######## memory_stage ########
<file path="config.mk">
export PLATFORM = sky130hd
export DESIGN_NAME = memory_stage
export DESIGN_NICKNAME = d
export VERILOG_FILES = /design/src/rtl/srv1_pkg.sv /design/src/rtl/memory_stage_store_align.sv /design/src/rtl/memory_stage.sv
export SDC_FILE = /design/constraint.sdc
export NUM_CORES = 1
export LEC_CHECK = 0
export ABC_AREA = 1
export CAP_MARGIN = 10
export CELL_PAD_IN_SITES_DETAIL_PLACEMENT = 0
export CELL_PAD_IN_SITES_GLOBAL_PLACEMENT = 1
export CORE_AREA = 2 2 179 181
export CTS_BUF_LIST = sky130_fd_sc_hd__clkbuf_8
export CTS_CLUSTER_DIAMETER = 50
export DETAILED_ROUTE_END_ITERATION = 16
export DIE_AREA = 0 0 181 183
export PLACE_DENSITY_LB_ADDON = 0.08
export SYNTH_ARGS = -nofsm -noshare
export SYNTH_HDL_FRONTEND = slang
export SYNTH_HIERARCHICAL = 1
export SYNTH_SLANG_ARGS = --single-unit
</file>
<file path="constraint.sdc">
create_clock -name clk -period 2.3 [get_ports clk]
set_input_delay 0.46 -clock clk [delete_from_list [all_inputs] [get_ports clk]]
set_output_delay 0.46 -clock clk [all_outputs]
set_load 0.01 [all_outputs]
</file>
<file path="src/rtl/srv1_pkg.sv">
// Shared types and constants for the memory stage: bus op codes, funct3 widths,
// FSM states and the writeback-facing instruction fields.
package srv1_pkg;

  typedef enum logic [1:0] {
    MEM_NONE  = 2'b00,
    MEM_LOAD  = 2'b01,
    MEM_STORE = 2'b10
  } mem_op_t;

  localparam logic [2:0] F3_B  = 3'd0;
  localparam logic [2:0] F3_H  = 3'd1;
  localparam logic [2:0] F3_W  = 3'd2;
  localparam logic [2:0] F3_BU = 3'd4;
  localparam logic [2:0] F3_HU = 3'd5;

  typedef enum logic {
    IDLE     = 1'b0,
    BUS_WAIT = 1'b1
  } mem_state_t;

  typedef struct packed {
    logic [2:0]  ctr_word;
    logic [2:0]  fn3;
    logic [4:0]  rd_addr;
    logic [31:0] alu;
    logic [29:0] inc_pc;
    logic [19:0] u_type_imm;
  } wb_fields_t;

endpackage

</file>
<file path="src/rtl/memory_stage_store_align.sv">
// Store formatting and access legality: lane-replicated write data, byte strobes,
// funct3 legality for loads/stores and natural-alignment check.
module store_align
  import srv1_pkg::*;
(
  input  logic [2:0]  fn3,
  input  logic [1:0]  addr,
  input  logic [31:0] data,
  output logic [31:0] wdata,
  output logic [3:0]  wstrb,
  output logic        load_legal,
  output logic        store_legal,
  output logic        aligned
);

  // NOTE: every output gets a default before the case so no path leaves a
  // value unassigned, which would otherwise infer a latch.
  always_comb begin
    wdata   = data;
    wstrb   = 4'b1111;
    aligned = 1'b1;
    case (fn3[1:0])
      2'b00: begin
        wdata = {4{data[7:0]}};
        wstrb = 4'b0001 << addr;
      end
      2'b01: begin
        wdata   = {2{data[15:0]}};
        wstrb   = addr[1] ? 4'b1100 : 4'b0011;
        aligned = ~addr[0];
      end
      2'b10: aligned = (addr == 2'b00);
      default: ;
    endcase
  end

  assign load_legal  = fn3 inside {F3_B, F3_H, F3_W, F3_BU, F3_HU};
  assign store_legal = fn3 inside {F3_B, F3_H, F3_W};

endmodule

</file>
<file path="src/rtl/memory_stage.sv">
// Execute-to-writeback pipeline register with a single outstanding data-bus
// access (req/ack), fault reporting and an optional bus timeout.
module memory_stage
  import srv1_pkg::*;
#(
  parameter int BUS_TIMEOUT = 256
) (
  input  logic        clk,
  input  logic        rst_n,
  input  logic        in_valid,
  output logic        in_ready,
  input  logic [1:0]  mem_op_in,
  input  logic [2:0]  ctr_word_in,
  input  logic [2:0]  fn3_in,
  input  logic [4:0]  rd_addr_in,
  input  logic [31:0] alu_in,
  input  logic [31:0] store_data_in,
  input  logic [29:0] inc_pc_in,
  input  logic [19:0] u_type_imm_in,
  output logic        bus_req,
  output logic        bus_we,
  output logic [29:0] bus_addr,
  output logic [3:0]  bus_wstrb,
  output logic [31:0] bus_wdata,
  input  logic        bus_ack,
  input  logic        bus_err,
  input  logic [31:0] bus_rdata,
  output logic [2:0]  ctr_word_out,
  output logic [2:0]  fn3_out,
  output logic [4:0]  rd_addr_out,
  output logic [31:0] alu_out,
  output logic [29:0] inc_pc_out,
  output logic [19:0] u_type_imm_out,
  output logic [31:0] memory_data_out,
  output logic        mem_fault
);

  localparam int CNT_W = (BUS_TIMEOUT > 2) ? $clog2(BUS_TIMEOUT) : 1;

  mem_state_t       state, next_state;
  logic [CNT_W-1:0] cnt;
  wb_fields_t       wb_q, shadow_q, fields_in;
  logic             shadow_load;

  logic [31:0] st_wdata;
  logic [3:0]  st_wstrb;
  logic        load_legal, store_legal, aligned;

  logic accept, is_load, is_store, is_mem, access_ok;
  logic start_access, reject_access, timeout_hit;

  store_align u_store_align (
    .fn3        (fn3_in),
    .addr       (alu_in[1:0]),
    .data       (store_data_in),
    .wdata      (st_wdata),
    .wstrb      (st_wstrb),
    .load_legal (load_legal),
    .store_legal(store_legal),
    .aligned    (aligned)
  );

  assign fields_in = '{ctr_word: ctr_word_in, fn3: fn3_in, rd_addr: rd_addr_in,
                       alu: alu_in, inc_pc: inc_pc_in, u_type_imm: u_type_imm_in};

  assign in_ready  = (state == IDLE);
  assign accept    = in_valid && in_ready;
  assign is_load   = (mem_op_t'(mem_op_in) == MEM_LOAD);
  assign is_store  = (mem_op_t'(mem_op_in) == MEM_STORE);
  assign is_mem    = is_load || is_store;
  assign access_ok = aligned && (is_load ? load_legal : store_legal);

  // Zero disables the timeout; the counter then simply wraps.
  assign timeout_hit = (BUS_TIMEOUT != 0) && (cnt == CNT_W'(BUS_TIMEOUT - 1));

  always_comb begin
    next_state    = state;
    start_access  = 1'b0;
    reject_access = 1'b0;
    case (state)
      IDLE: begin
        if (accept && is_mem) begin
          start_access  = access_ok;
          reject_access = ~access_ok;
          if (access_ok) next_state = BUS_WAIT;
        end
      end
      BUS_WAIT: begin
        if (bus_ack || timeout_hit) next_state = IDLE;
      end
      default: next_state = IDLE;
    endcase
  end

  // NOTE: sequential state uses non-blocking assignments so every register
  // samples pre-edge values regardless of statement order.
  always_ff @(posedge clk or negedge rst_n) begin
    if (!rst_n) state <= IDLE;
    else        state <= next_state;
  end

  always_ff @(posedge clk or negedge rst_n) begin
    if (!rst_n) begin
      wb_q            <= '0;
      shadow_q        <= '0;
      shadow_load     <= 1'b0;
      cnt             <= '0;
      bus_req         <= 1'b0;
      bus_we          <= 1'b0;
      bus_addr        <= '0;
      bus_wstrb       <= '0;
      bus_wdata       <= '0;
      memory_data_out <= '0;
      mem_fault       <= 1'b0;
    end else begin
      mem_fault <= 1'b0;
      case (state)
        IDLE: begin
          if (start_access) begin
            shadow_q      <= fields_in;
            shadow_load   <= is_load;
            wb_q.ctr_word <= 3'b000;
            cnt           <= '0;
            bus_req       <= 1'b1;
            bus_we        <= is_store;
            bus_addr      <= alu_in[31:2];
            bus_wstrb     <= is_store ? st_wstrb : 4'b1111;
            bus_wdata     <= is_store ? st_wdata : 32'h0;
          end else if (accept) begin
            wb_q <= fields_in;
            if (reject_access) begin
              wb_q.ctr_word <= 3'b000;
              mem_fault     <= 1'b1;
            end
          end else begin
            wb_q.ctr_word <= 3'b000;
          end
        end
        BUS_WAIT: begin
          if (bus_ack) begin
            bus_req <= 1'b0;
            wb_q    <= shadow_q;
            if (bus_err) begin
              wb_q.ctr_word <= 3'b000;
              mem_fault     <= 1'b1;
            end
            if (shadow_load) memory_data_out <= bus_rdata;
          end else if (timeout_hit) begin
            bus_req       <= 1'b0;
            wb_q.ctr_word <= 3'b000;
            mem_fault     <= 1'b1;
          end else begin
            cnt <= cnt + 1'b1;
          end
        end
        default: ;
      endcase
    end
  end

  assign ctr_word_out   = wb_q.ctr_word;
  assign fn3_out        = wb_q.fn3;
  assign rd_addr_out    = wb_q.rd_addr;
  assign alu_out        = wb_q.alu;
  assign inc_pc_out     = wb_q.inc_pc;
  assign u_type_imm_out = wb_q.u_type_imm;

endmodule

</file>
######## calc2_port_responder ########
File: config.mk
export PLATFORM = sky130hd
export DESIGN_NAME = calc2_port_responder
export DESIGN_NICKNAME = d
export VERILOG_FILES = /design/src/rtl/calc2_pkg.sv /design/src/rtl/calc2_alu.sv /design/src/rtl/calc2_port_responder.sv
export SDC_FILE = /design/constraint.sdc
export NUM_CORES = 1
export LEC_CHECK = 0
export ABC_AREA = 1
export CAP_MARGIN = 20
export CORE_AREA = 2 2 184 186
export DETAILED_ROUTE_END_ITERATION = 6
export DIE_AREA = 0 0 186 188
export GPL_TIMING_DRIVEN = 0
export PLACE_DENSITY = 0.74
export SLEW_MARGIN = 0
export SYNTH_ARGS = -nofsm -noshare
export SYNTH_HDL_FRONTEND = slang
export SYNTH_HIERARCHICAL = 1
export SYNTH_SLANG_ARGS = --single-unit
File: constraint.sdc
create_clock -name PClk -period 2.81 [get_ports PClk]
set_input_delay 0.4215 -clock PClk [delete_from_list [all_inputs] [get_ports PClk]]
set_output_delay 0.4215 -clock PClk [all_outputs]
set_load 0.05 [all_outputs]
File: src/rtl/calc2_pkg.sv
`default_nettype none
// ============================================================================
// calc2_pkg : shared widths, command/response encodings and queue entry type
// Rev 1.0
// ============================================================================
package calc2_pkg;

    localparam int CALC_CMD_WIDTH  = 4;
    localparam int CALC_DATA_WIDTH = 32;
    localparam int TAG_WIDTH       = 2;
    localparam int AGE_WIDTH       = 4;

    typedef enum logic [CALC_CMD_WIDTH-1:0] {
        CMD_NOP = 4'd0,
        CMD_ADD = 4'd1,
        CMD_SUB = 4'd2,
        CMD_SHL = 4'd5,
        CMD_SHR = 4'd6
    } cmd_e;

    typedef enum logic [1:0] {
        RESP_NONE = 2'd0,
        RESP_OK   = 2'd1,
        RESP_ERR  = 2'd2
    } resp_e;

    typedef struct packed {
        resp_e                      resp;
        logic [CALC_DATA_WIDTH-1:0] data;
        logic [TAG_WIDTH-1:0]       tag;
        logic [AGE_WIDTH-1:0]       age;
    } resp_entry_t;

    function automatic logic [AGE_WIDTH-1:0] age_inc(input logic [AGE_WIDTH-1:0] a);
        return (a == '1) ? a : a + 1'b1;
    endfunction

endpackage
`default_nettype wire

File: src/rtl/calc2_alu.sv
`default_nettype none
// ============================================================================
// calc2_alu : combinational calc2 arithmetic, cmd/op1/op2 -> {resp, data}
// Rev 1.0
// ============================================================================
module calc2_alu
    import calc2_pkg::*;
(
    input  logic [CALC_CMD_WIDTH-1:0]  cmd_i,
    input  logic [CALC_DATA_WIDTH-1:0] op1_i,
    input  logic [CALC_DATA_WIDTH-1:0] op2_i,
    output resp_e                      resp_o,
    output logic [CALC_DATA_WIDTH-1:0] data_o
);

    logic [CALC_DATA_WIDTH:0] w_sum;

    assign w_sum = {1'b0, op1_i} + {1'b0, op2_i};

    always_comb begin
        resp_o = RESP_ERR;
        data_o = '0;
        case (cmd_i)
            CMD_ADD: begin
                if (!w_sum[CALC_DATA_WIDTH]) begin
                    resp_o = RESP_OK;
                    data_o = w_sum[CALC_DATA_WIDTH-1:0];
                end
            end
            CMD_SUB: begin
                if (op2_i <= op1_i) begin
                    resp_o = RESP_OK;
                    data_o = op1_i - op2_i;
                end
            end
            CMD_SHL: begin
                resp_o = RESP_OK;
                data_o = op1_i << op2_i[4:0];
            end
            CMD_SHR: begin
                resp_o = RESP_OK;
                data_o = op1_i >> op2_i[4:0];
            end
            default: ;
        endcase
    end

endmodule
`default_nettype wire

File: src/rtl/calc2_port_responder.sv
`default_nettype none
// ============================================================================
// calc2_port_responder : two-cycle calc2 request capture, in-order delayed
// response queue. Optional CALC2_RESP_STATS_EN adds saturating stat counters.
// Rev 1.0
// ============================================================================
module calc2_port_responder
    import calc2_pkg::*;
#(
    parameter int RESP_LATENCY = 3,
    parameter int QDEPTH       = 4
) (
    input  logic                       PClk,
    input  logic                       Rst,
    input  logic [CALC_CMD_WIDTH-1:0]  req_cmd_in,
    input  logic [CALC_DATA_WIDTH-1:0] req_data_in,
    input  logic [TAG_WIDTH-1:0]       req_tag_in,
    output logic [1:0]                 out_resp,
    output logic [CALC_DATA_WIDTH-1:0] out_data,
    output logic [TAG_WIDTH-1:0]       out_tag
`ifdef CALC2_RESP_STATS_EN
    ,
    output logic [15:0]                stat_req_cnt,
    output logic [15:0]                stat_err_cnt,
    output logic [15:0]                stat_drop_cnt
`endif
);

    localparam int                   c_PTR_W = $clog2(QDEPTH);
    localparam logic [AGE_WIDTH-1:0] c_LAT   = AGE_WIDTH'(RESP_LATENCY);

    typedef enum logic [0:0] {
        ST_IDLE = 1'b0,
        ST_OP2  = 1'b1
    } state_e;

    state_e                     state_q, state_d;
    logic [CALC_CMD_WIDTH-1:0]  cmd_q;
    logic [TAG_WIDTH-1:0]       tag_q;
    logic [CALC_DATA_WIDTH-1:0] op1_q;

    resp_entry_t                q_q [QDEPTH];
    logic [QDEPTH-1:0]          vld_q;
    logic [c_PTR_W-1:0]         rd_q, wr_q;

    resp_e                      w_alu_resp;
    logic [CALC_DATA_WIDTH-1:0] w_alu_data;
    logic                       w_op2, w_dup, w_push, w_drop, w_pop, w_full;
    resp_entry_t                w_head;

    calc2_alu u_alu (
        .cmd_i  (cmd_q),
        .op1_i  (op1_q),
        .op2_i  (req_data_in),
        .resp_o (w_alu_resp),
        .data_o (w_alu_data)
    );

    always_comb begin
        state_d = state_q;
        case (state_q)
            ST_IDLE: if (req_cmd_in != '0) state_d = ST_OP2;
            ST_OP2:  state_d = ST_IDLE;
            default: state_d = ST_IDLE;
        endcase
    end

    // A tag still in the queue (including a head being popped this cycle) is outstanding.
    always_comb begin
        w_dup = 1'b0;
        for (int i = 0; i < QDEPTH; i++) begin
            if (vld_q[i] && (q_q[i].tag == tag_q)) w_dup = 1'b1;
        end
    end

    assign w_op2  = (state_q == ST_OP2);
    assign w_push = w_op2 && !w_dup;
    assign w_drop = w_op2 && w_dup;
    assign w_full = &vld_q;
    assign w_head = q_q[rd_q];
    assign w_pop  = vld_q[rd_q] && (age_inc(w_head.age) >= c_LAT);

    always_ff @(posedge PClk) begin
        if (Rst) begin
            state_q  <= ST_IDLE;
            cmd_q    <= '0;
            tag_q    <= '0;
            op1_q    <= '0;
            vld_q    <= '0;
            rd_q     <= '0;
            wr_q     <= '0;
            out_resp <= '0;
            out_data <= '0;
            out_tag  <= '0;
        end else begin
            state_q <= state_d;
            if ((state_q == ST_IDLE) && (req_cmd_in != '0)) begin
                cmd_q <= req_cmd_in;
                tag_q <= req_tag_in;
                op1_q <= req_data_in;
            end
            for (int i = 0; i < QDEPTH; i++) begin
                q_q[i].age <= age_inc(q_q[i].age);
            end
            if (w_pop) begin
                vld_q[rd_q] <= 1'b0;
                rd_q        <= rd_q + 1'b1;
                out_resp    <= w_head.resp;
                out_data    <= w_head.data;
                out_tag     <= w_head.tag;
            end else begin
                out_resp <= '0;
                out_data <= '0;
                out_tag  <= '0;
            end
            if (w_push) begin
                q_q[wr_q]   <= '{resp: w_alu_resp, data: w_alu_data, tag: tag_q, age: '0};
                vld_q[wr_q] <= 1'b1;
                wr_q        <= wr_q + 1'b1;
            end
        end
    end

    a_no_push_full: assert property (@(posedge PClk) disable iff (Rst) !(w_push && w_full));

`ifdef CALC2_RESP_STATS_EN
    logic [15:0] req_cnt_q, err_cnt_q, drop_cnt_q;

    always_ff @(posedge PClk) begin
        if (Rst) begin
            req_cnt_q  <= '0;
            err_cnt_q  <= '0;
            drop_cnt_q <= '0;
        end else begin
            if (w_push && (req_cnt_q != '1)) req_cnt_q <= req_cnt_q + 1'b1;
            if (w_pop && (w_head.resp == RESP_ERR) && (err_cnt_q != '1)) err_cnt_q <= err_cnt_q + 1'b1;
            if (w_drop && (drop_cnt_q != '1)) drop_cnt_q <= drop_cnt_q + 1'b1;
        end
    end

    assign stat_req_cnt  = req_cnt_q;
    assign stat_err_cnt  = err_cnt_q;
    assign stat_drop_cnt = drop_cnt_q;
`endif

endmodule
`default_nettype wire

######## ascii_uart_tx ########
### config.mk
export PLATFORM = sky130hd
export DESIGN_NAME = ascii_uart_tx
export DESIGN_NICKNAME = d
export VERILOG_FILES = /design/src/rtl/ascii_uart_tx.sv
export SDC_FILE = /design/constraint.sdc
export NUM_CORES = 1
export LEC_CHECK = 0
export ABC_AREA = 1
export CORE_MARGIN = 2
export CORE_UTILIZATION = 60
export CTS_CLUSTER_DIAMETER = 50
export DETAILED_ROUTE_END_ITERATION = 10
export PLACE_DENSITY_LB_ADDON = 0.2
export SKIP_CTS_REPAIR_TIMING = 1
export SLEW_MARGIN = 20
export SYNTH_ARGS = -nofsm -noshare
export SYNTH_HDL_FRONTEND = slang
export SYNTH_SLANG_ARGS = --single-unit
### constraint.sdc
create_clock -name clock -period 3.65 [get_ports clock]
set_input_delay 0.73 -clock clock [delete_from_list [all_inputs] [get_ports clock]]
set_output_delay 0.73 -clock clock [all_outputs]
set_load 0.03 [all_outputs]
### src/rtl/ascii_uart_tx.sv
// Serialises a latched two-digit ASCII value (plus optional line feed) as 8N1 frames.
// Bytes run back-to-back; busy covers the whole message and done pulses once at the end.
module ascii_uart_tx #(
  parameter int CLKS_PER_BIT = 16,
  parameter bit APPEND_LF    = 1'b1
) (
  input  logic        clock,
  input  logic        reset,
  input  logic [15:0] ascii_in,
  input  logic        start,
  output logic        tx,
  output logic        busy,
  output logic        done
);

  localparam int         NBYTES    = APPEND_LF ? 3 : 2;
  localparam logic [15:0] BIT_LAST  = 16'(CLKS_PER_BIT - 1);
  localparam logic [1:0]  LAST_BYTE = 2'(NBYTES - 1);

  typedef enum logic [1:0] {IDLE, START_BIT, DATA_BITS, STOP_BIT} state_t;

  state_t      state;
  logic [15:0] bit_timer;
  logic [1:0]  byte_idx;
  logic [2:0]  bit_idx;
  logic [15:0] data_q;
  logic [7:0]  shift_q;

  function automatic logic [7:0] pick_byte(input logic [1:0] idx, input logic [15:0] d);
    case (idx)
      2'd0:    return d[15:8];
      2'd1:    return d[7:0];
      default: return 8'h0A;
    endcase
  endfunction

  always_ff @(posedge clock or negedge reset) begin
    if (!reset) begin
      state     <= IDLE;
      tx        <= 1'b1;
      busy      <= 1'b0;
      done      <= 1'b0;
      bit_timer <= '0;
      byte_idx  <= '0;
      bit_idx   <= '0;
      data_q    <= '0;
      shift_q   <= '0;
    end else begin
      done <= 1'b0;
      case (state)
        IDLE: begin
          tx   <= 1'b1;
          busy <= 1'b0;
          if (start) begin
            data_q    <= ascii_in;
            shift_q   <= ascii_in[15:8];
            byte_idx  <= '0;
            bit_timer <= BIT_LAST;
            tx        <= 1'b0;
            busy      <= 1'b1;
            state     <= START_BIT;
          end
        end
        START_BIT: begin
          if (bit_timer == '0) begin
            bit_timer <= BIT_LAST;
            bit_idx   <= '0;
            tx        <= shift_q[0];
            shift_q   <= shift_q >> 1;
            state     <= DATA_BITS;
          end else begin
            bit_timer <= bit_timer - 16'd1;
          end
        end
        DATA_BITS: begin
          if (bit_timer == '0) begin
            bit_timer <= BIT_LAST;
            if (bit_idx == 3'd7) begin
              tx    <= 1'b1;
              state <= STOP_BIT;
            end else begin
              bit_idx <= bit_idx + 3'd1;
              tx      <= shift_q[0];
              shift_q <= shift_q >> 1;
            end
          end else begin
            bit_timer <= bit_timer - 16'd1;
          end
        end
        STOP_BIT: begin
          if (bit_timer == '0) begin
            if (byte_idx == LAST_BYTE) begin
              tx    <= 1'b1;
              busy  <= 1'b0;
              done  <= 1'b1;
              state <= IDLE;
            end else begin
              // Next byte's start bit follows the stop bit with no idle gap.
              byte_idx  <= byte_idx + 2'd1;
              shift_q   <= pick_byte(byte_idx + 2'd1, data_q);
              bit_timer <= BIT_LAST;
              tx        <= 1'b0;
              state     <= START_BIT;
            end
          end else begin
            bit_timer <= bit_timer - 16'd1;
          end
        end
        default: state <= IDLE;
      endcase
    end
  end

endmodule
######## uart_tx_arbiter ########
### config.mk
export PLATFORM = sky130hd
export DESIGN_NAME = uart_tx_arbiter
export DESIGN_NICKNAME = d
export VERILOG_FILES = /design/src/rtl/uart_arb_pkg.sv /design/src/rtl/uart_tx_arbiter_rr_pick.sv /design/src/rtl/uart_tx_arbiter.sv
export SDC_FILE = /design/constraint.sdc
export NUM_CORES = 1
export LEC_CHECK = 0
export CORE_MARGIN = 5
export CORE_UTILIZATION = 30
export CTS_CLUSTER_DIAMETER = 30
export DETAILED_ROUTE_END_ITERATION = 8
export PLACE_DENSITY_LB_ADDON = 0.1
export SETUP_SLACK_MARGIN = 0.3
export SYNTH_ARGS = -nofsm -noshare
export SYNTH_HDL_FRONTEND = slang
export SYNTH_HIERARCHICAL = 1
export SYNTH_SLANG_ARGS = --single-unit
### constraint.sdc
create_clock -name clk -period 2 [get_ports clk]
set_input_delay 0.5 -clock clk [delete_from_list [all_inputs] [get_ports clk]]
set_output_delay 0.5 -clock clk [all_outputs]
set_load 0.005 [all_outputs]
### src/rtl/uart_arb_pkg.sv
// Shared types and sizing helpers for the uart_tx arbiter slice.
package uart_arb_pkg;

  // Arbiter sequencing states; IDLE must encode as zero.
  typedef enum logic [2:0] {
    ST_IDLE  = 3'd0,
    ST_HDR   = 3'd1,
    ST_LOAD  = 3'd2,
    ST_ISSUE = 3'd3,
    ST_GAP   = 3'd4,
    ST_DRAIN = 3'd5
  } arb_state_e;

  // Channel-ID header base; the requester index lands in the low bits.
  localparam logic [7:0] HEADER_BASE_DEFAULT = 8'hA0;

  // Index width for n requesters (never narrower than one bit).
  function automatic int idx_w(input int n);
    return (n <= 2) ? 1 : $clog2(n);
  endfunction

  // Burst counter width able to hold the value max_burst itself.
  function automatic int cnt_w(input int max_burst);
    return $clog2(max_burst + 1);
  endfunction

endpackage

### src/rtl/uart_tx_arbiter_rr_pick.sv
// Circular priority encoder: first asserted request at or after the pointer.
module rr_pick
  import uart_arb_pkg::*;
#(
  parameter int N     = 4,
  parameter int IDX_W = 2
) (
  input  logic [N-1:0]     i_req,
  input  logic [IDX_W-1:0] i_ptr,
  output logic             o_found,
  output logic [IDX_W-1:0] o_idx
);

  // cand[k] is the requester index k steps after the pointer, wrapped at N.
  logic [IDX_W-1:0] cand [N];
  logic [N-1:0]     hit;

  genvar gi;
  generate
    for (gi = 0; gi < N; gi++) begin : g_cand
      logic [IDX_W:0] sum;
      // Wrap is explicit so non-power-of-two N never aliases onto a bogus index.
      assign sum       = {1'b0, i_ptr} + (IDX_W + 1)'(gi);
      assign cand[gi]  = (sum >= (IDX_W + 1)'(N)) ? IDX_W'(sum - (IDX_W + 1)'(N))
                                                  : IDX_W'(sum);
      assign hit[gi]   = i_req[cand[gi]];
    end
  endgenerate

  // Scan from farthest to nearest so the smallest offset wins.
  always_comb begin
    o_found = 1'b0;
    o_idx   = '0;
    for (int i = N - 1; i >= 0; i--) begin
      if (hit[i]) begin
        o_found = 1'b1;
        o_idx   = cand[i];
      end
    end
  end

endmodule

### src/rtl/uart_tx_arbiter.sv
// Round-robin owner of a single uart_tx serializer shared by N_REQ byte sources.
module uart_tx_arbiter
  import uart_arb_pkg::*;
#(
  parameter int         N_REQ       = 4,
  parameter int         WIDTH       = 8,
  parameter int         MAX_BURST   = 16,
  parameter int         HEADER_EN   = 1,
  parameter logic [7:0] HEADER_BASE = HEADER_BASE_DEFAULT
) (
  input  logic                   clk,
  input  logic                   i_reset,
  input  logic                   i_enable,
  input  logic [N_REQ-1:0]       i_req_valid,
  input  logic [N_REQ*WIDTH-1:0] i_req_data,
  output logic [N_REQ-1:0]       o_req_ready,
  output logic [N_REQ-1:0]       o_grant,
  output logic [WIDTH-1:0]       o_tx_data,
  output logic                   o_tx_start,
  input  logic                   i_tx_busy,
  output logic                   o_busy
);

  localparam int IDX_W = idx_w(N_REQ);
  localparam int CNT_W = cnt_w(MAX_BURST);

  localparam logic [CNT_W-1:0] MAX_CNT    = CNT_W'(MAX_BURST);
  localparam logic [IDX_W-1:0] LAST_IDX   = IDX_W'(N_REQ - 1);
  localparam logic [WIDTH-1:0] HDR_BASE_W = WIDTH'(HEADER_BASE);

  arb_state_e       state_q,     state_d;
  logic [IDX_W-1:0] rr_ptr_q,    rr_ptr_d;
  logic [IDX_W-1:0] idx_q,       idx_d;
  logic [CNT_W-1:0] burst_cnt_q, burst_cnt_d;
  logic [WIDTH-1:0] tx_data_q,   tx_data_d;
  logic [N_REQ-1:0] grant_q,     grant_d;
  logic             hdr_last_q,  hdr_last_d;

  logic             pick_found;
  logic [IDX_W-1:0] pick_idx;
  logic [WIDTH-1:0] req_bytes [N_REQ];
  logic [WIDTH-1:0] sel_data;
  logic             sel_valid;
  logic [IDX_W-1:0] ptr_after_idx;
  logic [WIDTH-1:0] header_byte;

  rr_pick #(
    .N     (N_REQ),
    .IDX_W (IDX_W)
  ) u_rr_pick (
    .i_req   (i_req_valid),
    .i_ptr   (rr_ptr_q),
    .o_found (pick_found),
    .o_idx   (pick_idx)
  );

  genvar gi;
  generate
    for (gi = 0; gi < N_REQ; gi++) begin : g_req
      assign req_bytes[gi] = i_req_data[gi*WIDTH +: WIDTH];
      // Only the owner sees ready, and only while LOAD samples its byte;
      // held low during reset so nothing is consumed by an aborted transfer.
      assign o_req_ready[gi] = !i_reset && (state_q == ST_LOAD) &&
                               (idx_q == IDX_W'(gi)) && i_req_valid[gi];
    end
  endgenerate

  assign sel_data      = req_bytes[idx_q];
  assign sel_valid     = i_req_valid[idx_q];
  assign ptr_after_idx = (idx_q == LAST_IDX) ? '0 : idx_q + 1'b1;
  assign header_byte   = HDR_BASE_W | WIDTH'(idx_q);

  assign o_grant    = grant_q;
  assign o_tx_data  = tx_data_q;
  assign o_tx_start = (state_q == ST_ISSUE);
  assign o_busy     = (state_q != ST_IDLE);

  // Next-state and next-output decode for the grant/pacing sequence.
  always_comb begin
    state_d     = state_q;
    rr_ptr_d    = rr_ptr_q;
    idx_d       = idx_q;
    burst_cnt_d = burst_cnt_q;
    tx_data_d   = tx_data_q;
    grant_d     = grant_q;
    hdr_last_d  = hdr_last_q;

    case (state_q)
      ST_IDLE: begin
        if (i_enable && pick_found) begin
          idx_d       = pick_idx;
          grant_d     = N_REQ'(1) << pick_idx;
          burst_cnt_d = '0;
          hdr_last_d  = 1'b0;
          state_d     = (HEADER_EN != 0) ? ST_HDR : ST_LOAD;
        end
      end

      ST_HDR: begin
        tx_data_d  = header_byte;
        hdr_last_d = 1'b1;
        state_d    = ST_ISSUE;
      end

      ST_LOAD: begin
        if (sel_valid) begin
          tx_data_d   = sel_data;
          burst_cnt_d = (burst_cnt_q == MAX_CNT) ? burst_cnt_q : burst_cnt_q + 1'b1;
          hdr_last_d  = 1'b0;
          state_d     = ST_ISSUE;
        end else begin
          // Source ran dry: give the serializer up without sending anything.
          grant_d  = '0;
          rr_ptr_d = ptr_after_idx;
          state_d  = ST_IDLE;
        end
      end

      ST_ISSUE: state_d = ST_GAP;

      // Serializer busy is not yet valid here; just let it rise.
      ST_GAP:   state_d = ST_DRAIN;

      ST_DRAIN: begin
        if (!i_tx_busy) begin
          if (hdr_last_q) begin
            state_d = ST_LOAD;
          end else if ((burst_cnt_q == MAX_CNT) || !i_enable) begin
            grant_d  = '0;
            rr_ptr_d = ptr_after_idx;
            state_d  = ST_IDLE;
          end else begin
            state_d = ST_LOAD;
          end
        end
      end

      default: state_d = ST_IDLE;
    endcase
  end

  // State and registered outputs; reset overrides any in-flight transfer.
  always_ff @(posedge clk) begin
    if (i_reset) begin
      state_q     <= ST_IDLE;
      rr_ptr_q    <= '0;
      idx_q       <= '0;
      burst_cnt_q <= '0;
      tx_data_q   <= '0;
      grant_q     <= '0;
      hdr_last_q  <= 1'b0;
    end else begin
      state_q     <= state_d;
      rr_ptr_q    <= rr_ptr_d;
      idx_q       <= idx_d;
      burst_cnt_q <= burst_cnt_d;
      tx_data_q   <= tx_data_d;
      grant_q     <= grant_d;
      hdr_last_q  <= hdr_last_d;
    end
  end

endmodule


==> gallery <==
Sequential cells grouped by signal name.
picture 1
The bar under the picture is 50 um long. Other sequential cells in the stronger gray, the rest of the logic in the fainter gray.
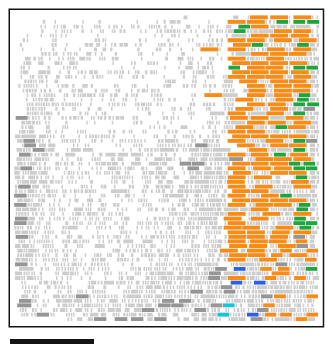
picture 2
The bar under the picture is 50 um long. Other sequential cells in the stronger gray, the rest of the logic in the fainter gray.
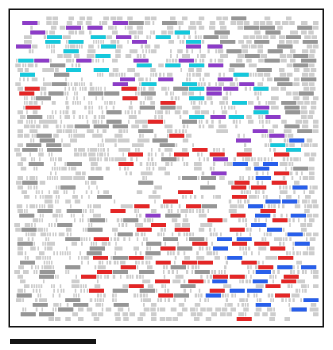
picture 3
The bar under the picture is 20 um long. Other sequential cells in the stronger gray, the rest of the logic in the fainter gray.
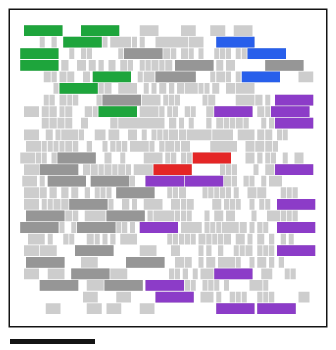
picture 4
The bar under the picture is 20 um long. Other sequential cells in the stronger gray, the rest of the logic in the fainter gray.
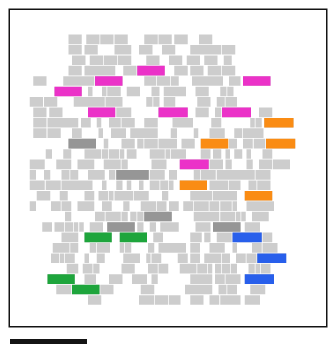
The one with the most cells is picture 1.
The one with the fewest cells is picture 4.
Picture 4 is uart_tx_arbiter.
Picture 3 is ascii_uart_tx.
Picture 2 is memory_stage.
Picture 1 is calc2_port_responder.

### Drive-strength map, ascii_uart_tx

The bar under the picture is 20 um long.
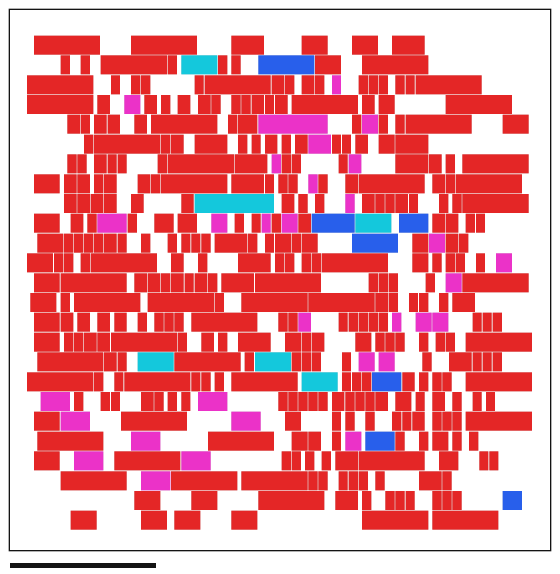
legend:
  drive 3 to 4:
    color: blue
    cells: 7
    share: 1.7%
    most_used: nor2_4
  drive 6 and up:
    color: cyan
    cells: 6
    share: 1.5%
    most_used: clkbuf_8
  drive 2:
    color: magenta
    cells: 31
    share: 7.6%
    most_used: mux2_2
  drive 1 or less:
    color: red
    cells: 362
    share: 89%
    most_used: nand2_1

### The clock network, ascii_uart_tx

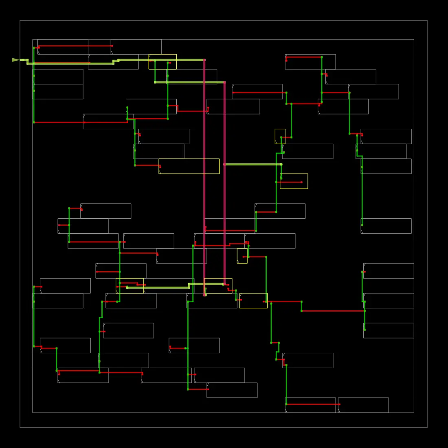
count of flip-flops and latches: 50
number of clock sinks: 50
Clock Buffer Count: 5
largest clock skew in the final design: 0.007088 ns
clk pwr: 387 uW

==> impl_summary.log, ascii_uart_tx <==
[flow] summary of implementation run
[metrics] run status: finished, final reports clean
[metrics] Synth-to-Final Area Change: 11.43%
[metrics] areal power density over the cells: 921.1 nW/um^2
[metrics] number of non-clock buffers in the layout: 21
[metrics] share of cell area taken by flip-flops and latches: 38.03%
[metrics] Tcrit/Tclk final: 61.35%
[metrics] Sw Pwr: 1427 uW
[metrics] fraction of the core area occupied by cells at floorplan: 62.57%
[metrics] global-route wire length before repair: 9.991 mm
[metrics] crit-path max cell delay: 0.66 ns
[metrics] reported leakage power: 0.001750 uW
[metrics] number of global-route vias before repair: 2420
[metrics] area share of the largest cell type after synthesis: 41.49%
[metrics] worst slack, placed: 1.290 ns
[metrics] fill cell total of the finished layout: 388
[metrics] setup-violating endpoint count in the final report: 0
[metrics] area post-placement: 3182 um^2
[metrics] type of element capturing the critical path: primary output
[metrics] most used flip-flop cell: dfrtp_1
[metrics] Max-cap violations: 0
[metrics] H-Tree Level Count: 2
[metrics] Inst Count DP: 465
[metrics] proportion of cell area spent on the clock network: 3.305%
## ascii_uart_tx: worst max-delay path by stage
stage | to | slack, ns | cells after the start
finish | tx | 1.41 | 1
global route | tx | 1.39 | 1
CTS | tx | 1.41 | 1
detailed placement | data_q[1] | 1.29 | 3
global placement | data_q[6] | 1.31 | 3
floorplan | shift_q[0] | 2.03 | 8
## ascii_uart_tx: metrics by stage
stage | utilization (%) | hold WS [ns] | power [uW]
after floorplan | - | 0.4344 | 2324
after global placement | 67.36 | 0.4607 | 2582
after detailed placement | 67.36 | 0.4679 | 2644
after CTS | 69.67 | 0.4882 | 3038
after global routing | 69.72 | 0.4766 | 3336
final | 69.72 | 0.4343 | 3033
## ascii_uart_tx: cell families (layout without fill, tap and decap cells)
| family | count (synthesis) | in the layout | synth area share (%) |
|---|---|---|---|
| AND/OR/NAND/NOR | 228 | 228 | 34.21 |
| buffers and inverters | 51 | 70 | 7.324 |
| flip-flops | 50 | 50 | 42.38 |
| AND-OR/OR-AND | 33 | 33 | 6.520 |
| adder cells (fa/ha/maj) | 11 | 11 | 4.657 |
| multiplexers | 9 | 9 | 3.429 |
| XOR/XNOR | 5 | 5 | 1.482 |
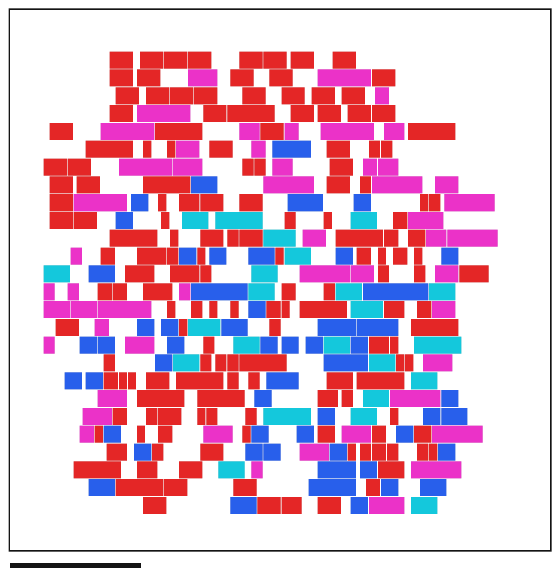
*Drive-strength map, uart_tx_arbiter*
The bar under the picture is 20 um long.
legend:
  drive 1 or less:
    color: red
    cells: 161
    share: 56%
    most_used: clkdlybuf4s50_1
  drive 3 to 4:
    color: blue
    cells: 54
    share: 19%
    most_used: buf_4
  drive 2:
    color: magenta
    cells: 51
    share: 18%
    most_used: dfxtp_2
  drive 6 and up:
    color: cyan
    cells: 23
    share: 8.0%
    most_used: buf_6

==> impl_summary.log, uart_tx_arbiter <==
[flow] summary of implementation run
[metrics] run status: finished, violations left
[metrics] violated checks: setup timing
[metrics] chip area: 6800 um^2
[metrics] Synthesized registers: 25
[metrics] Max-cap violations: 0
[metrics] count of flip-flops and latches: 25
[metrics] number of warning messages in the logs: 33
[metrics] Inst Count DP: 341
[metrics] H-Tree Level Count: 1
[metrics] setup-violating endpoint count in the final report: 4
[metrics] clk pwr: 318 uW
[metrics] setup ws final: -0.02974 ns
[metrics] die height: 82.46 um
[metrics] required time of the worst setup path: 1.50 ns
[metrics] met1 demand-to-capacity share in global routing: 20.07%
[metrics] met3 Use GR: 2.928%
uart_tx_arbiter: cell usage after synthesis (all sizes together), types with 5 or more instances:
| cell type | number | area, um^2 |
|---|---|---|
| nor2 | 15 | 56.30 |
| nor3 | 7 | 35.03 |
| mux2i | 5 | 50.05 |
| mux4 | 7 | 157.7 |
| dfxtp | 25 | 500.5 |
| and3 | 7 | 43.79 |
| ha | 6 | 75.07 |
| nand2b | 6 | 37.54 |
| nand2 | 15 | 56.30 |
| a21oi | 17 | 85.08 |
| a211oi | 5 | 42.54 |
| inv | 9 | 33.78 |
| nand3 | 17 | 90.09 |
| a31oi | 5 | 31.28 |
| clkbuf | 8 | 30.03 |
uart_tx_arbiter: path summary, 6_finish.rpt:
kind / from / endpoint / slack [ns]
hold reg to reg: o_tx_data[4] / o_tx_data[4] / 0.46
hold / removal: o_tx_data[4] / o_tx_data[4] / 0.46
setup / recovery: i_reset / o_req_ready[3] / -0.03
setup reg to reg: idx_q[0] / burst_cnt_q[4] / 0.29
uart_tx_arbiter: worst max-delay path: cells and delay by family:
family / cells / cell delay (ns)
buffers and inverters: 3 / 0.80
AND/OR/NAND/NOR: 2 / 0.24
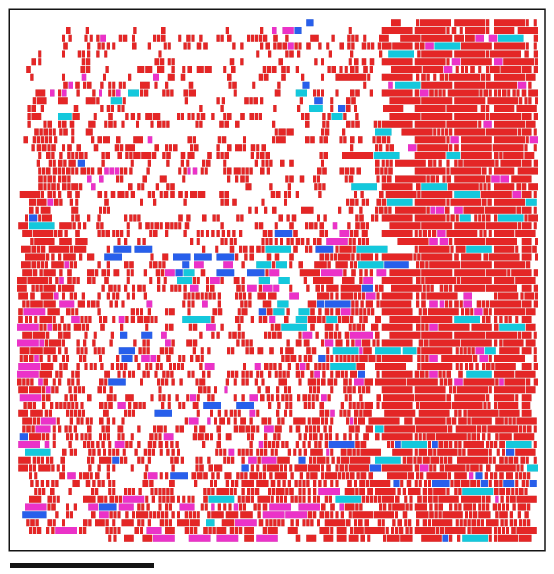
*Drive-strength map, calc2_port_responder*
The bar under the picture is 50 um long.
legend:
  drive 1 or less:
    color: red
    cells: 2653
    share: 91%
    most_used: nand2_1
  drive 2:
    color: magenta
    cells: 156
    share: 5.3%
    most_used: a21oi_2
  drive 6 and up:
    color: cyan
    cells: 57
    share: 2.0%
    most_used: clkbuf_16
  drive 3 to 4:
    color: blue
    cells: 53
    share: 1.8%

==> impl_summary.log, calc2_port_responder <==
[flow] summary of implementation run
[metrics] setup-violating endpoint count in the final report: 23
[metrics] run status: finished, violations left
[metrics] CTS Hold Buffers Added: 0
[metrics] initial antenna violation count: 0
[metrics] top-level I/O count: 76
[metrics] critical path cell sequence: nand4_1 -> nor2_1 -> clkbuf_1 -> nand2_1 -> nor2_1 -> nor2_1 -> nand3_4
[metrics] setup ws final: -0.1160 ns
[metrics] Async SR Flop Fraction: 0%
[metrics] detailed route wirelength on metal3: 8.462 mm
[metrics] violated checks: setup timing
[metrics] met2 routed WL: 33.44 mm
[metrics] maximum fanout along the worst path: 10
[metrics] area share of and-or/or-and cells after synthesis: 10.28%
[metrics] start point of the worst min-delay path: req_data_in[3]
[metrics] H-Tree Level Count: 1
[metrics] highest attainable clock frequency: 341.8 MHz
[metrics] number of logic stages on the critical path including buffering: 7
[calc2_port_responder: where the power goes]
part,switching (uW),total [uW],internal [uW]
Sequential,359,4590,4230
Combinational,3960,5650,1690
Clock,1470,3480,2010
Total,5790,13700,7930
[calc2_port_responder: registers in the layout (all words and copies together), names as in the netlist, named ones only]
name      count
cmd_q         4
q_q         160
wr_q          2
rd_q          2
out_resp      2
op1_q        32
vld_q         4
out_tag       2
tag_q         2
state_q       1
out_data     32
[calc2_port_responder: stage by stage]
stage | utilization [%] | total power (uW) | setup TNS, ns | hold WS, ns | cell area, um^2
detailed placement | 58.96 | 9879 | -320.67 | 0.5126 | 19520
global placement | 58.95 | 9637 | -385.86 | 0.4957 | 19520
CTS | 62.76 | 13450 | 0 | 0.2572 | 20780
floorplan | - | 8125 | 0 | 0.4737 | 18210
global route | 63.69 | 14320 | -0.07226 | 0.2435 | 21090
finish | 63.69 | 13720 | -1.048 | 0.2337 | 21090
[calc2_port_responder: kinds of logic after synthesis]
logic type	Yosys count
and+or+nand+nor	1606
buffers and inverters	477
AOI/OAI and AO/OA	330
DFF	245
adders and majority gates	80
xor gates and xnor gates	33
muxes	13
### Clock network drawn from the DEF, memory_stage

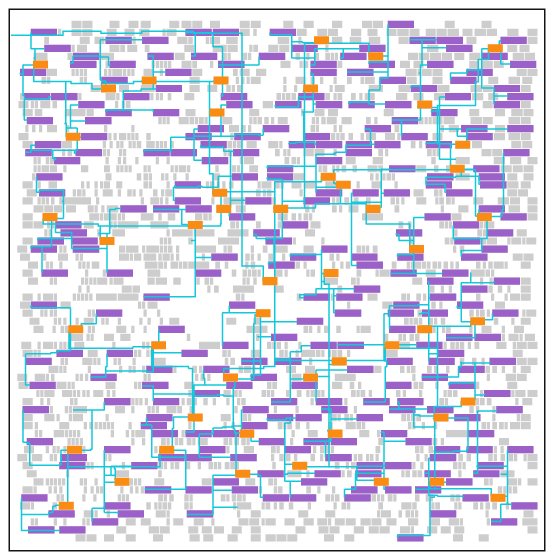
legend:
  clock wires:
    color: cyan
    length: 4040 um
  flip-flops:
    color: purple
    count: 267
  cells driving clock nets:
    color: orange
    count: 49
routed clock nets: 50
flops lie: widely spread

==> impl_summary.log, memory_stage <==
[flow] summary of implementation run
[metrics] average wire per cell in the routed design: 15.17 um
[metrics] number of multi-input combinational cells in the layout: 908
[metrics] arithmetic-cell share of the synthesized area counting full adders, half adders and majority gates: 0.8330%
[metrics] number of global-route vias before repair: 9720
[metrics] run status: finished, final reports clean
[metrics] cell type group with the largest total delay on the critical path: buffers and inverters
[metrics] final std cells w/o fill: 2169
[metrics] number of cells in Yosys stat: 1395
[metrics] met2 routed WL: 15.29 mm
[metrics] end-of-flow core utilization: 54.20%
[metrics] worst slack, placed: -0.3393 ns
[metrics] die height: 183 um
[metrics] initial antenna violation count: 1
[metrics] proportion of cell area spent on the clock network: 6.268%
[metrics] area post-placement: 15850 um^2
[metrics] clock tree from TritonCTS: done
[metrics] floorplan die width: 181 um
[memory_stage: logic make-up (layout without fill, tap and decap cells)]
logic type      Yosys count  in the layout
compound gates          265            265
xor+xnor                  2              2
fa+ha+maj                 8              8
buf+inv                 220            590
flops                   267            267
mux                      43             43
other cells               0              2
simple gates            590            590
[memory_stage: synth_stat cells]
master      n
nor2_2      1
nor3_1      2
buf_4      46
nand4_1     2
buf_2      34
inv_1     103
nand2_4     1
nand3_4     1
o21ai_1    32
mux2i_1    11
dfrtp_1   267
clkbuf_1   23
xnor2_1     1
buf_6      12
nand2_1   545
nand2_2     2
nand3_1     7
nor3b_1     1
mux2_2     32
nor2_1     26
a21oi_1     1
xor2_1      1
nor2_4      2
ha_1        8
a32oi_1     3
inv_2       2
o21ai_0   229
[memory_stage: registers in the layout, summed over array words and instances (netlist names), 3 cells and up]
signal / cells
shadow_q: 64
alu_out: 32
bus_wdata: 32
memory_data_out: 32
inc_pc_out: 30
bus_addr: 29
u_type_imm_out: 20
cnt: 8
rd_addr_out: 5
bus_wstrb: 4
ctr_word_out: 3
fn3_out: 3


## Gallery

Cells colored by class.
panel A
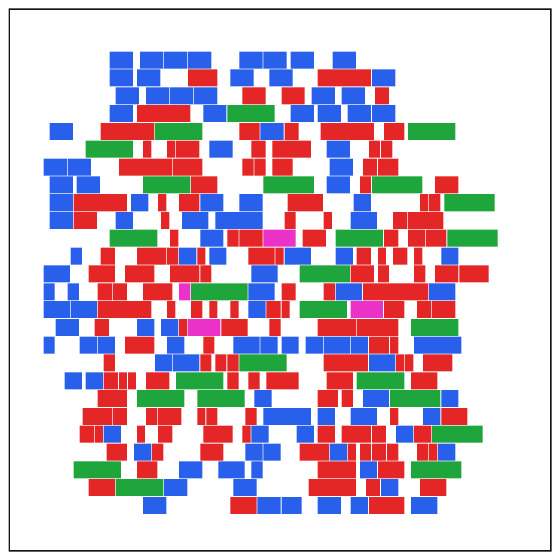
panel B
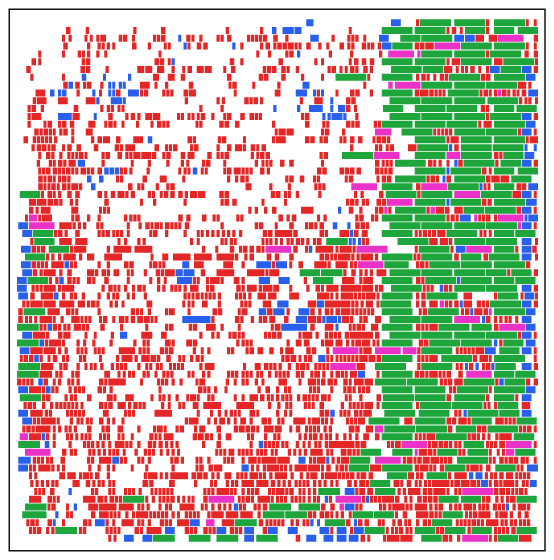
panel C
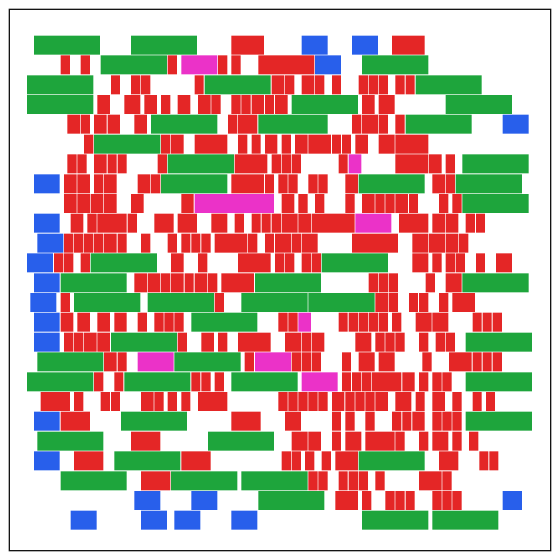
panel D
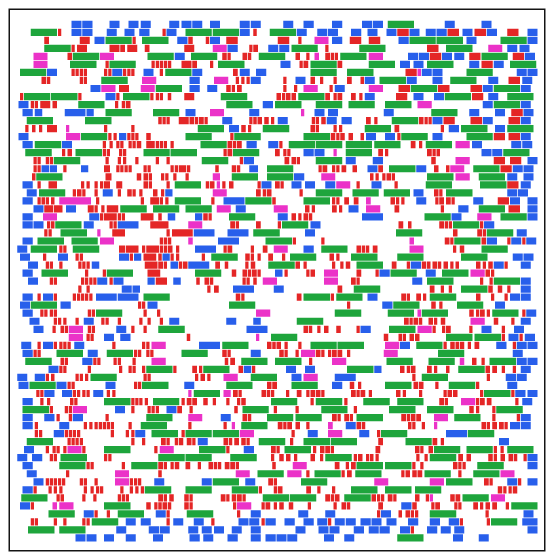
The one with the fewest cells is panel A.
The one with the fewest sequential cells is panel A.
- panel C = ascii_uart_tx
- panel B = calc2_port_responder
- panel D = memory_stage
- panel A = uart_tx_arbiter

Power and IR drop assume default switching activity.
